# ---- pc_sequencer ----
pc_sequencer, routing congestion:
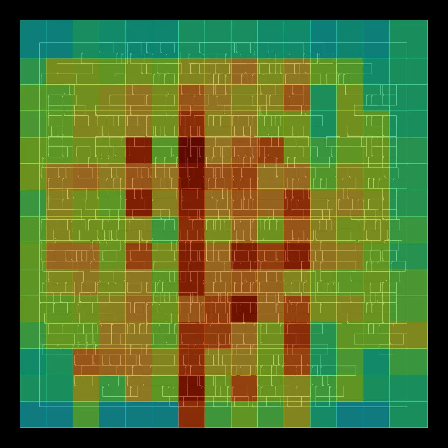

`src/rtl/pc_sequencer.sv`:
```
// pc_sequencer: program-counter owner for the pipelined RISC-V core.
// Sequences fetch, stall hold, EX redirects, trap vectoring, flush and halt.
`default_nettype none

module pc_sequencer #(
   parameter logic [31:0] RESET_VECTOR = 32'h0000_0000,
   parameter logic [31:0] TRAP_VECTOR  = 32'h0000_0100,
   parameter int unsigned FLUSH_CYCLES = 2
) (
   input  logic        clk,
   input  logic        rst,
   input  logic        stall,
   input  logic        imem_ready,
   input  logic        br_taken,
   input  logic [31:0] br_target,
   input  logic        trap,
   input  logic [31:0] trap_pc,
   input  logic        halt_req,
   output logic [31:0] fetch_pc,
   output logic        fetch_valid,
   output logic        flush,
   output logic [31:0] epc,
   output logic [1:0]  cause,
   output logic        halted
);

   typedef enum logic [1:0] {
      ST_BOOT = 2'd0,
      ST_RUN  = 2'd1,
      ST_HALT = 2'd2
   } state_t;

   localparam logic [2:0] FLUSH_LOAD = 3'(FLUSH_CYCLES - 1);

   state_t     state;
   logic [2:0] flush_cnt;
   logic       shadow;
   logic       accept;
   logic       take_trap;
   logic       take_br;
   logic       misaligned;
   logic       redirect;
   logic       go_halt;

   // Control inputs seen during the shadow window belong to squashed instructions.
   assign shadow     = (flush_cnt != 3'd0);
   assign accept     = (state == ST_RUN) && !shadow;
   assign take_trap  = accept && trap;
   assign take_br    = accept && !trap && br_taken;
   assign misaligned = (br_target[1:0] != 2'b00);
   assign redirect   = take_trap || take_br;
   assign go_halt    = accept && !trap && !br_taken && halt_req;
   assign flush      = redirect || shadow;

   always_ff @(posedge clk or negedge rst) begin
      if (!rst) begin
         state       <= ST_BOOT;
         fetch_pc    <= RESET_VECTOR;
         fetch_valid <= 1'b0;
         halted      <= 1'b0;
         epc         <= 32'h0;
         cause       <= 2'd0;
         flush_cnt   <= 3'd0;
      end else begin
         if (redirect) begin
            flush_cnt <= FLUSH_LOAD;
         end else if (shadow) begin
            flush_cnt <= flush_cnt - 3'd1;
         end

         case (state)
            ST_BOOT: begin
               state       <= ST_RUN;
               fetch_valid <= 1'b1;
            end
            ST_RUN: begin
               // Redirects take precedence over stall/imem_ready; any pending fetch is dropped.
               if (take_trap) begin
                  fetch_pc <= TRAP_VECTOR;
                  epc      <= trap_pc;
                  cause    <= 2'd1;
               end else if (take_br && !misaligned) begin
                  fetch_pc <= br_target;
               end else if (take_br) begin
                  fetch_pc <= TRAP_VECTOR;
                  epc      <= br_target;
                  cause    <= 2'd2;
               end else if (go_halt) begin
                  state       <= ST_HALT;
                  fetch_valid <= 1'b0;
                  halted      <= 1'b1;
               end else if (!stall && imem_ready) begin
                  fetch_pc <= fetch_pc + 32'd4;
               end
            end
            ST_HALT: begin
               state <= ST_HALT;
            end
            default: begin
               state       <= ST_BOOT;
               fetch_valid <= 1'b0;
               halted      <= 1'b0;
            end
         endcase
      end
   end

endmodule

`default_nettype wire

```
`config.mk`:
```
export PLATFORM = sky130hd
export DESIGN_NAME = pc_sequencer
export DESIGN_NICKNAME = d
export VERILOG_FILES = /design/src/rtl/pc_sequencer.sv
export SDC_FILE = /design/constraint.sdc
export NUM_CORES = 1
export LEC_CHECK = 0
export ABC_CLOCK_PERIOD_IN_PS = 2000
export CAP_MARGIN = 20
export CORE_MARGIN = 5
export CORE_UTILIZATION = 41
export CTS_CLUSTER_SIZE = 24
export DETAILED_ROUTE_END_ITERATION = 6
export PLACE_DENSITY = 0.75
export REMOVE_ABC_BUFFERS = 1
export SYNTH_ARGS = -nofsm -noshare
export SYNTH_HDL_FRONTEND = slang
export SYNTH_SLANG_ARGS = --single-unit
```
`constraint.sdc`:
```
create_clock -name clk -period 2 [get_ports clk]
set_input_delay 0.4 -clock clk [delete_from_list [all_inputs] [get_ports clk]]
set_output_delay 0.4 -clock clk [all_outputs]
set_load 0.01 [all_outputs]
```
# ---- mem_access ----
**config.mk**
```make
export PLATFORM = sky130hd
export DESIGN_NAME = mem_access
export DESIGN_NICKNAME = d
export VERILOG_FILES = /design/src/rtl/mem_access.sv
export SDC_FILE = /design/constraint.sdc
export NUM_CORES = 1
export LEC_CHECK = 0
export CAP_MARGIN = 25
export CORE_MARGIN = 3
export CORE_UTILIZATION = 35
export CTS_BUF_LIST = sky130_fd_sc_hd__clkbuf_16
export DETAILED_ROUTE_END_ITERATION = 12
export GPL_TIMING_DRIVEN = 0
export PLACE_DENSITY = 0.66
export SETUP_SLACK_MARGIN = 0.4
export SLEW_MARGIN = 40
export SYNTH_ARGS = -nofsm -noshare
export SYNTH_HDL_FRONTEND = slang
export SYNTH_SLANG_ARGS = --single-unit
export TNS_END_PERCENT = 5
```
**constraint.sdc**
```tcl
create_clock -name clk -period 2.35 [get_ports clk]
set_clock_uncertainty 0.2 [all_clocks]
set_input_delay 0.5875 -clock clk [delete_from_list [all_inputs] [get_ports clk]]
set_output_delay 0.5875 -clock clk [all_outputs]
set_load 0.01 [all_outputs]
```
**src/rtl/mem_access.sv**
```systemverilog
// mem_access: load/store unit between the Execute stage and a simple
// request/grant data bus. Accepts one memory op at a time, drives a single
// word-aligned bus request with byte strobes, waits for grant (and read data
// for loads), extends the loaded value and reports completion or error.
//
// Ports:
//   clk, rst          clock, synchronous active-high reset
//   ex_valid          Execute presents a valid instruction
//   MemRead/MemWrite  load / store
//   Funct3            access width and signedness
//   ALUresult         effective byte address
//   Reg2RD            store data
//   bus_req/bus_we/bus_addr/bus_wdata/bus_wstrb   registered bus request
//   bus_gnt, bus_rvalid, bus_rdata                bus response
//   stall             freeze upstream (combinational in the accept cycle)
//   mem_done/mem_err  one-cycle completion pulse and its error qualifier
//   mem_rdata         extended load result, held until the next good load
module mem_access #(
  parameter int unsigned TIMEOUT_CYCLES = 255
) (
  input  logic        clk,
  input  logic        rst,
  input  logic        ex_valid,
  input  logic        MemRead,
  input  logic        MemWrite,
  input  logic [2:0]  Funct3,
  input  logic [31:0] ALUresult,
  input  logic [31:0] Reg2RD,
  output logic        bus_req,
  output logic        bus_we,
  output logic [31:0] bus_addr,
  output logic [31:0] bus_wdata,
  output logic [3:0]  bus_wstrb,
  input  logic        bus_gnt,
  input  logic        bus_rvalid,
  input  logic [31:0] bus_rdata,
  output logic        stall,
  output logic        mem_done,
  output logic        mem_err,
  output logic [31:0] mem_rdata
);

  localparam int unsigned CNT_W = 8;

  typedef enum logic [1:0] {IDLE, REQ, WAIT, DONE} state_t;

  state_t             state_q, state_d;
  logic [CNT_W-1:0]   cnt_q, cnt_d;
  logic [1:0]         addr_lo_q;
  logic [2:0]         funct3_q;
  logic               is_load_q;

  logic               bus_req_d;
  logic               mem_done_d;
  logic               mem_err_d;
  logic [31:0]        mem_rdata_d;
  logic               capture_c;

  logic               accept_c;
  logic               op_err_c;
  logic               tmo_hit_c;
  logic [CNT_W-1:0]   cnt_inc_c;
  logic [3:0]         wstrb_c;
  logic [31:0]        wdata_c;
  logic [31:0]        load_ext_c;
  logic [7:0]         ld_byte_c;
  logic [15:0]        ld_half_c;

  assign accept_c  = (state_q == IDLE) && ex_valid && (MemRead || MemWrite);
  assign cnt_inc_c = cnt_q + CNT_W'(1);
  assign tmo_hit_c = (cnt_inc_c >= CNT_W'(TIMEOUT_CYCLES));
  assign stall     = accept_c || (state_q == REQ) || (state_q == WAIT);

  // Illegal opcode combination, unsupported width or misalignment.
  always_comb begin
    op_err_c = 1'b0;
    if (MemRead && MemWrite) begin
      op_err_c = 1'b1;
    end else if (MemRead) begin
      case (Funct3)
        3'b000, 3'b001, 3'b010, 3'b100, 3'b101: op_err_c = 1'b0;
        default:                                op_err_c = 1'b1;
      endcase
    end else begin
      op_err_c = Funct3[2] || (Funct3[1:0] == 2'b11);
    end
    if ((Funct3[1:0] == 2'b01) && ALUresult[0])
      op_err_c = 1'b1;
    if ((Funct3[1:0] == 2'b10) && (ALUresult[1:0] != 2'b00))
      op_err_c = 1'b1;
  end

  // Store lane replication and byte enables; loads drive no strobes.
  always_comb begin
    wstrb_c = 4'b0000;
    wdata_c = 32'h0;
    if (MemWrite) begin
      case (Funct3[1:0])
        2'b00: begin
          wstrb_c = 4'b0001 << ALUresult[1:0];
          wdata_c = {4{Reg2RD[7:0]}};
        end
        2'b01: begin
          wstrb_c = ALUresult[1] ? 4'b1100 : 4'b0011;
          wdata_c = {2{Reg2RD[15:0]}};
        end
        default: begin
          wstrb_c = 4'b1111;
          wdata_c = Reg2RD;
        end
      endcase
    end
  end

  // Select and extend the addressed byte/halfword of the returned word.
  always_comb begin
    case (addr_lo_q)
      2'b00:   ld_byte_c = bus_rdata[7:0];
      2'b01:   ld_byte_c = bus_rdata[15:8];
      2'b10:   ld_byte_c = bus_rdata[23:16];
      default: ld_byte_c = bus_rdata[31:24];
    endcase
    ld_half_c = addr_lo_q[1] ? bus_rdata[31:16] : bus_rdata[15:0];
    case (funct3_q)
      3'b000:  load_ext_c = {{24{ld_byte_c[7]}}, ld_byte_c};
      3'b100:  load_ext_c = {24'h0, ld_byte_c};
      3'b001:  load_ext_c = {{16{ld_half_c[15]}}, ld_half_c};
      3'b101:  load_ext_c = {16'h0, ld_half_c};
      default: load_ext_c = bus_rdata;
    endcase
  end

  // Next state and next values of the registered outputs.
  always_comb begin
    state_d     = state_q;
    cnt_d       = cnt_q;
    bus_req_d   = bus_req;
    mem_done_d  = 1'b0;
    mem_err_d   = 1'b0;
    mem_rdata_d = mem_rdata;
    capture_c   = 1'b0;
    case (state_q)
      IDLE: begin
        if (accept_c) begin
          cnt_d = '0;
          if (op_err_c) begin
            state_d    = DONE;
            mem_done_d = 1'b1;
            mem_err_d  = 1'b1;
          end else begin
            state_d   = REQ;
            bus_req_d = 1'b1;
            capture_c = 1'b1;
          end
        end
      end
      REQ: begin
        cnt_d = cnt_inc_c;
        // A load granted on its last budgeted cycle has no time left for data.
        if (bus_gnt && !(is_load_q && tmo_hit_c)) begin
          bus_req_d = 1'b0;
          if (is_load_q) begin
            state_d = WAIT;
          end else begin
            state_d    = DONE;
            mem_done_d = 1'b1;
          end
        end else if (tmo_hit_c) begin
          bus_req_d  = 1'b0;
          state_d    = DONE;
          mem_done_d = 1'b1;
          mem_err_d  = 1'b1;
        end
      end
      WAIT: begin
        cnt_d = cnt_inc_c;
        if (bus_rvalid) begin
          state_d     = DONE;
          mem_done_d  = 1'b1;
          mem_rdata_d = load_ext_c;
        end else if (tmo_hit_c) begin
          state_d    = DONE;
          mem_done_d = 1'b1;
          mem_err_d  = 1'b1;
        end
      end
      DONE: begin
        state_d = IDLE;
      end
      default: begin
        state_d = IDLE;
      end
    endcase
  end

  // State and registered outputs.
  always_ff @(posedge clk) begin
    if (rst) begin
      state_q   <= IDLE;
      cnt_q     <= '0;
      addr_lo_q <= 2'b00;
      funct3_q  <= 3'b000;
      is_load_q <= 1'b0;
      bus_req   <= 1'b0;
      bus_we    <= 1'b0;
      bus_addr  <= 32'h0;
      bus_wdata <= 32'h0;
      bus_wstrb <= 4'b0000;
      mem_done  <= 1'b0;
      mem_err   <= 1'b0;
      mem_rdata <= 32'h0;
    end else begin
      state_q   <= state_d;
      cnt_q     <= cnt_d;
      bus_req   <= bus_req_d;
      mem_done  <= mem_done_d;
      mem_err   <= mem_err_d;
      mem_rdata <= mem_rdata_d;
      if (capture_c) begin
        addr_lo_q <= ALUresult[1:0];
        funct3_q  <= Funct3;
        is_load_q <= MemRead;
        bus_we    <= MemWrite;
        bus_addr  <= {ALUresult[31:2], 2'b00};
        bus_wdata <= wdata_c;
        bus_wstrb <= wstrb_c;
      end
    end
  end

endmodule
```
# ---- int_div_seq ----
File: config.mk
export PLATFORM = sky130hd
export DESIGN_NAME = int_div_seq
export DESIGN_NICKNAME = d
export VERILOG_FILES = /design/src/rtl/div_pkg.sv /design/src/rtl/div_fsm.sv /design/src/rtl/int_div_seq.sv
export SDC_FILE = /design/constraint.sdc
export NUM_CORES = 1
export LEC_CHECK = 0
export ABC_AREA = 1
export CORE_ASPECT_RATIO = 0.6
export CORE_MARGIN = 2
export CORE_UTILIZATION = 35
export DETAILED_ROUTE_END_ITERATION = 7
export PLACE_DENSITY = 0.66
export SYNTH_ARGS = -nofsm -noshare
export SYNTH_HDL_FRONTEND = slang
export SYNTH_HIERARCHICAL = 1
export SYNTH_SLANG_ARGS = --single-unit
File: constraint.sdc
create_clock -name clk -period 1.9 [get_ports clk]
set_input_delay 0.57 -clock clk [delete_from_list [all_inputs] [get_ports clk]]
set_output_delay 0.57 -clock clk [all_outputs]
set_load 0.01 [all_outputs]
File: src/rtl/div_pkg.sv
// Shared types and constants for the int_div_seq sequential divider.
// Optional build macro: DIV_ZERO_DETECT_EN (early exit on a zero divisor).
package div_pkg;

    localparam int DIV_WIDTH_DEFAULT = 4;

    typedef enum logic [1:0] {
        IDLE  = 2'd0,
        SHIFT = 2'd1,
        SUB   = 2'd2,
        DONE  = 2'd3
    } div_state_e;

endpackage

File: src/rtl/div_fsm.sv
// Control FSM and bit counter for int_div_seq; issues load/shift/sub strobes.
// The skip input (zero-divisor early exit) is driven low unless DIV_ZERO_DETECT_EN is set.
module div_fsm
    import div_pkg::*;
#(
    parameter int WIDTH = DIV_WIDTH_DEFAULT
) (
    input  logic clk,
    input  logic rst,
    input  logic start,
    input  logic skip,
    output logic load,
    output logic shift,
    output logic sub,
    output logic busy,
    output logic done
);

    localparam int CW = $clog2(WIDTH + 1);

    div_state_e    state_q, state_d;
    logic [CW-1:0] count_q, count_d;

    // NOTE: sequential state uses non-blocking (<=) so every flop samples pre-edge values.
    always_ff @(posedge clk or negedge rst) begin
        if (!rst) begin
            state_q <= IDLE;
            count_q <= '0;
        end else begin
            state_q <= state_d;
            count_q <= count_d;
        end
    end

    // NOTE: every comb output gets a default first so no path leaves it unassigned (no latch).
    always_comb begin
        state_d = state_q;
        count_d = count_q;
        unique case (state_q)
            IDLE: begin
                if (start) begin
                    state_d = SHIFT;
                    count_d = CW'(WIDTH);
                end
            end
            SHIFT: begin
                if (skip) begin
                    state_d = DONE;
                    count_d = '0;
                end else begin
                    state_d = SUB;
                end
            end
            SUB: begin
                count_d = count_q - CW'(1);
                state_d = (count_q == CW'(1)) ? DONE : SHIFT;
            end
            DONE:    state_d = IDLE;
            default: state_d = IDLE;
        endcase
    end

    always_comb begin
        load  = 1'b0;
        shift = 1'b0;
        sub   = 1'b0;
        busy  = 1'b1;
        done  = 1'b0;
        unique case (state_q)
            IDLE: begin
                busy = 1'b0;
                load = start;
            end
            SHIFT:   shift = 1'b1;
            SUB:     sub   = 1'b1;
            DONE:    done  = 1'b1;
            default: busy  = 1'b0;
        endcase
    end

endmodule

File: src/rtl/int_div_seq.sv
// Sequential restoring divider: one shift and one conditional subtract per quotient bit.
// Build macro DIV_ZERO_DETECT_EN: a zero divisor finishes right after acceptance and flags div_by_zero.
module int_div_seq
    import div_pkg::*;
#(
    parameter int WIDTH = DIV_WIDTH_DEFAULT
) (
    input  logic             clk,
    input  logic             rst,
    input  logic             start,
    input  logic [WIDTH-1:0] dividend,
    input  logic [WIDTH-1:0] divisor,
    output logic             busy,
    output logic             done,
    output logic [WIDTH-1:0] quotient,
    output logic [WIDTH-1:0] remainder,
    output logic             div_by_zero
);

    logic [WIDTH:0]   r_q, r_d;
    logic [WIDTH-1:0] q_q, q_d;
    logic [WIDTH-1:0] d_q, d_d;
    logic             load, shift, sub, skip;

`ifdef DIV_ZERO_DETECT_EN
    assign skip = (d_q == '0);
`else
    assign skip = 1'b0;
`endif

    div_fsm #(.WIDTH(WIDTH)) u_fsm (
        .clk   (clk),
        .rst   (rst),
        .start (start),
        .skip  (skip),
        .load  (load),
        .shift (shift),
        .sub   (sub),
        .busy  (busy),
        .done  (done)
    );

    always_comb begin
        r_d = r_q;
        q_d = q_q;
        d_d = d_q;
        if (load) begin
            r_d = '0;
            q_d = dividend;
            d_d = divisor;
        end else if (shift) begin
            if (skip) begin
                // Zero divisor: publish the result the full algorithm would converge to.
                q_d = '1;
                r_d = {1'b0, q_q};
            end else begin
                {r_d, q_d} = {r_q[WIDTH-1:0], q_q, 1'b0};
            end
        end else if (sub) begin
            if (r_q >= {1'b0, d_q}) begin
                r_d    = r_q - {1'b0, d_q};
                q_d[0] = 1'b1;
            end
        end
    end

    always_ff @(posedge clk or negedge rst) begin
        if (!rst) begin
            r_q <= '0;
            q_q <= '0;
            d_q <= '0;
        end else begin
            r_q <= r_d;
            q_q <= q_d;
            d_q <= d_d;
        end
    end

`ifdef DIV_ZERO_DETECT_EN
    logic dz_q, dz_d;

    always_comb begin
        dz_d = dz_q;
        if (load)                dz_d = 1'b0;
        else if (shift && skip)  dz_d = 1'b1;
    end

    always_ff @(posedge clk or negedge rst) begin
        if (!rst) dz_q <= 1'b0;
        else      dz_q <= dz_d;
    end

    assign div_by_zero = dz_q;
`else
    assign div_by_zero = 1'b0;
`endif

    assign quotient  = q_q;
    assign remainder = r_q[WIDTH-1:0];

endmodule

mem_access, register map, names as in the netlist:
Other sequential cells in the stronger grey, the rest of the logic in the fainter grey.
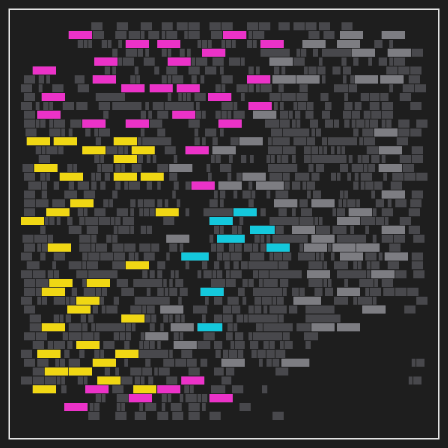
signal	colour	sequential cells
bus_addr	magenta	30
bus_wdata	yellow	32
cnt_q	cyan	8
not coloured	48

==> impl_metrics.py, mem_access <==
# Auto-generated metrics
metrics = {
    "worst_setup_path": {
        "crit_path_max_fanout": 2,
        "cp.arrival_ns": 1.36,
        "rrSetupSlack_ns": 0.34,
        "reg2reg_to": "state_q[1]",
        "r2r_cells": 5,
        "criticalPathCategory": "register to output pin",
        "path_depth": 1,
        "startpoint": "bus_wdata[14]",
        "path_delay_family": "buffers and inverters",
        "slowest_stage": "clkdlybuf4s50_1",
        "startpoint_type": "register",
    },
    "sta": {
        "setup_viol": 0,
        "fin_tns_setup_ns": 0,
        "maxSlewViolCount": 0,
        "final-hold-violation-count": 0,
        "layout_min_cycle_time_ns": 2.15,
    },
    "global_routing": {
        "grt_max_degree": 17,
        "grt_util_all_layers_pct": 22.1,
        "grt_pass1_wl_mm": 30.7,
    },
    "status": {
        "status": "completed",
    },
    "detailed_routing": {
        "drc": 0,
        "ant_nets": 0,
        "route.met3.wl_mm": 1.95,
        "dr.first_iter.drc_count": 294,
        "routed_wl_mm": 19.6,
    },
    "final_layout": {
        "final_area_mm2": 0.00874,
        "comb_cells": 513,
        "inverters_excl_clock": 10,
        "ff_latch_area_mm2": 0.00238,
        "drive_gt1_share_pct": 13.1,
        "antenna_cells": 0,
        "final_cells": 1155,
        "layout_top_cell": "clkdlybuf4s50_1",
        "largestRegisters": "bus_wdata: 32 flops, mem_rdata: 32 flops, bus_addr: 30 flops",
        "nNetsFinal": 1043,
    },
    "floorplan": {
        "dieArea_mm2": 0.0173,
        "ios": 211,
        "die_w_um": 131,
    },
    "placement": {
        "gp_congestion": 0.850,
        "placed_cell_area_mm2": 0.00785,
        "dp_hpwl_mm": 14.2,
    },
    "min_path": {
        "worstHoldStart": "bus_wdata[9]",
        "min_path_type": "register to register",
    },
    "clock_tree": {
        "cts_hold_buffers": 0,
        "cts_tree": "yes",
        "cts.path.max_buffers": 2,
        "clk_latency_ns": 0.41,
        "cts_resized": 56,
    },
    "synth": {
        "flop_cell": "dfxtp_1",
        "ys_cells": 698,
        "top_cell": "nand2_1",
        "ys_sh_mux_pct": 5.88,
        "ys_types": 50,
        "edf_count": 0,
        "syn-mean-instance-area_um2": 7.89,
    },
    "power": {
        "pg_comb_mw": 1.83,
        "p_clk_share_pct": 38.8,
        "power_frac_comb_pct": 26.7,
        "p_leak_nw": 3.05,
        "powerDensity_mw_per_mm2": 782,
        "p_sw_share_pct": 29.4,
        "power_mw": 6.84,
    },
}
pc_sequencer, register map, names as in the netlist:
Other sequential cells in the stronger grey, the rest of the logic in the fainter grey.
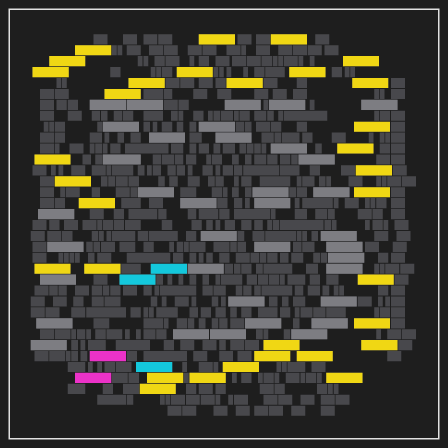
signal	colour	sequential cells
flush_cnt	cyan	3
epc	yellow	32
state	magenta	2

pc_sequencer, signal wires on met2:
Cells faint in the background.
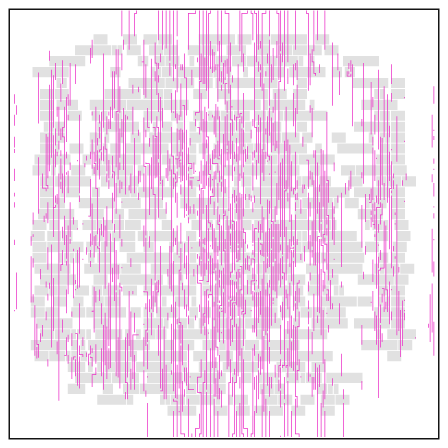
wire length on this layer	6580 um
nets with wire on the layer	593
longest straight run	56.4 um
share of all routed wire	49%
main direction	vertical

About 'routing congestion' of pc_sequencer:
final core utilization: 67.4%
Avg WL per Cell: 18.6 um
Top Usage Layer GRT: met2
GRT Overall Usage: 21.9%
GR Util met2: 36.6%

==> impl_metrics.py, pc_sequencer <==
# Auto-generated metrics
metrics = {
    "final_layout": {
        "nNetsFinal": 680,
        "final-clk-cell-share_pct": 4.73,
        "syn_to_final_growth_pct": 61.2,
        "ff_latch_area_mm2": 0.00183,
        "seq_share_pct": 29.6,
        "fillers": 750,
        "final_cell_mix": "clkdlybuf4s50_1 (137), nand2_1 (98), dfrtp_1 (72)",
    },
    "clock_tree": {
        "root_buffer": "clkbuf_8",
        "cts_tree": "yes",
    },
    "synth": {
        "netlist_instances": 425,
        "ys_sh_mux_pct": 0.851,
        "top_cell": "nand2_1",
        "ys_sh_simple_pct": 25.8,
        "topCombFamilyByArea": "simple AND/OR/NAND/NOR gates",
    },
    "worst_setup_path": {
        "startpoint_type": "register",
        "rrSetupSlack_ns": 0.01,
        "cp.arrival_ns": 1.64,
    },
    "sta": {
        "timing.hold.ws_ns": 0.478,
        "setup_viol": 1,
        "fin_ws_ns": -0.0443,
        "finalClockPeriodUsage_pct": 102,
        "final-hold-violation-count": 0,
        "tightest_slew_ns": 0.475,
        "fin_tns_setup_ns": -0.0443,
    },
    "power": {
        "pg_comb_mw": 2.70,
        "internal_power_mw": 4.58,
        "power_frac_comb_pct": 40.3,
        "ir_worst_vdd_uv": 669,
        "largestPowerGroup": "combinational cells",
    },
    "status": {
        "status": "complete, but fails checks",
        "violations": "negative setup slack",
    },
    "global_routing": {
        "grt_pass1_wl_mm": 20.0,
        "antenna_found_initial": 0,
    },
    "floorplan": {
        "n_tap_cell": 111,
    },
    "detailed_routing": {
        "routed_wl_mm": 13.4,
    },
    "min_path": {
        "worstHoldStart": "cause[1]",
    },
    "placement": {
        "placed_cell_area_mm2": 0.00562,
    },
}
int_div_seq, register map, names as in the netlist:
Other sequential cells in the stronger grey, the rest of the logic in the fainter grey.
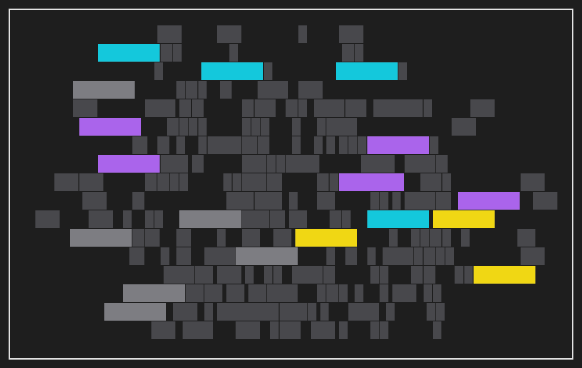
signal	colour	sequential cells
u_fsm/count_q	yellow	3
r_q	purple	5
d_q	cyan	4
not coloured	6

==> impl_metrics.py, int_div_seq <==
# Auto-generated metrics
metrics = {
    "worst_setup_path": {
        "crit_path_end": "remainder[2]",
        "rrSetupSlack_ns": 0.14,
        "criticalPathCategory": "register to output pin",
        "cp.required_ns": 1.33,
        "crit_path_max_fanout": 4,
        "slowest_stage": "clkdlybuf4s50_1",
        "startpoint": "r_q[2]",
        "startpoint_type": "register",
        "r2r-start": "u_fsm/state_q[1]",
    },
    "final_layout": {
        "mi_logic_area_um2": 723,
        "final_cell_mix": "nand2_1 (39), inv_1 (24), clkdlybuf4s50_1 (18)",
        "largest_reg_flops": 5,
        "ff_latch_area_um2": 452,
        "largest_class": "logic gates",
        "drive_gt1_share_pct": 17.1,
        "antenna_cells": 0,
    },
    "sta": {
        "timing.hold.ws_ns": 0.485,
        "fin_ws_ns": 0.0967,
        "rsz0062_at_grt": "no",
        "max_clock_freq_mhz": 555,
    },
    "power": {
        "powerSeq_mw": 0.713,
        "power_switching_mw": 1.53,
        "powerClk_mw": 0.265,
    },
    "placement": {
        "placed_cell_area_mm2": 0.00157,
        "gp_congestion": 0.859,
    },
    "synth": {
        "synth_xor_xnor_area_share_pct": 0.675,
        "ys_sh_simple_pct": 28.1,
        "ys_area_mm2": 0.00130,
        "common_cells": "nand2_1 (39), inv_1 (24), dfrtp_1 (18)",
        "flop_cell": "dfrtp_1",
        "ys_sh_mux_pct": 0,
        "synth.largest_area_cell": "dfrtp_1",
        "topCellsByArea": "dfrtp_1 (35%), ha_1 (13%), nand2_1 (11%)",
        "edf_count": 0,
        "ys_types": 28,
        "postSynth.asyncResetShare_pct": 100,
        "topCombFamilyByArea": "simple AND/OR/NAND/NOR gates",
        "top_area_share_pct": 34.7,
        "syn-mean-instance-area_um2": 7.86,
    },
    "status": {
        "status": "completed",
    },
    "floorplan": {
        "dieArea_mm2": 0.00423,
        "ios": 22,
        "num_rows": 17,
        "die_height_um": 51.2,
    },
    "global_routing": {
        "grt_pass1_wl_mm": 4.81,
        "grt_max_degree": 19,
    },
    "detailed_routing": {
        "wl_met1_mm": 1.68,
        "drt_pre_antenna_iters": 4,
    },
    "clock_tree": {
        "cts_resized": 2,
        "cts_buffers": 3,
        "cts_setup_buffers": 2,
    },
    "run": {
        "tool_warnings": 33,
    },
    "min_path": {
        "min_path_type": "register to register",
    },
}


## Gallery

Port wiring.
Plate I
The bar under the picture is 20 um long.
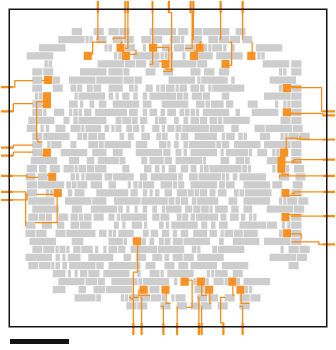
Plate II
The bar under the picture is 50 um long.
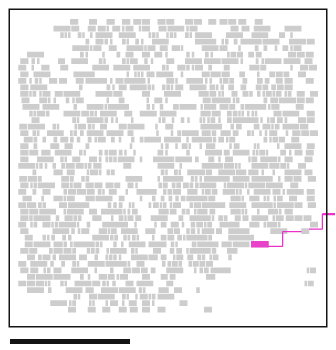
Plate III
The bar under the picture is 20 um long.
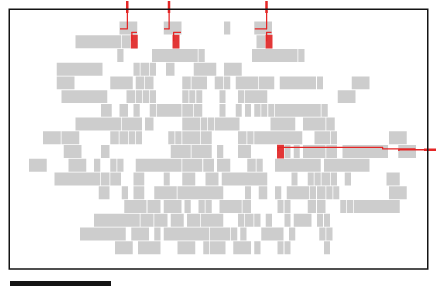
pc_sequencer: Plate I
int_div_seq: Plate III
mem_access: Plate II

Power figures rest on the tool's default switching activity, not on a simulated workload.
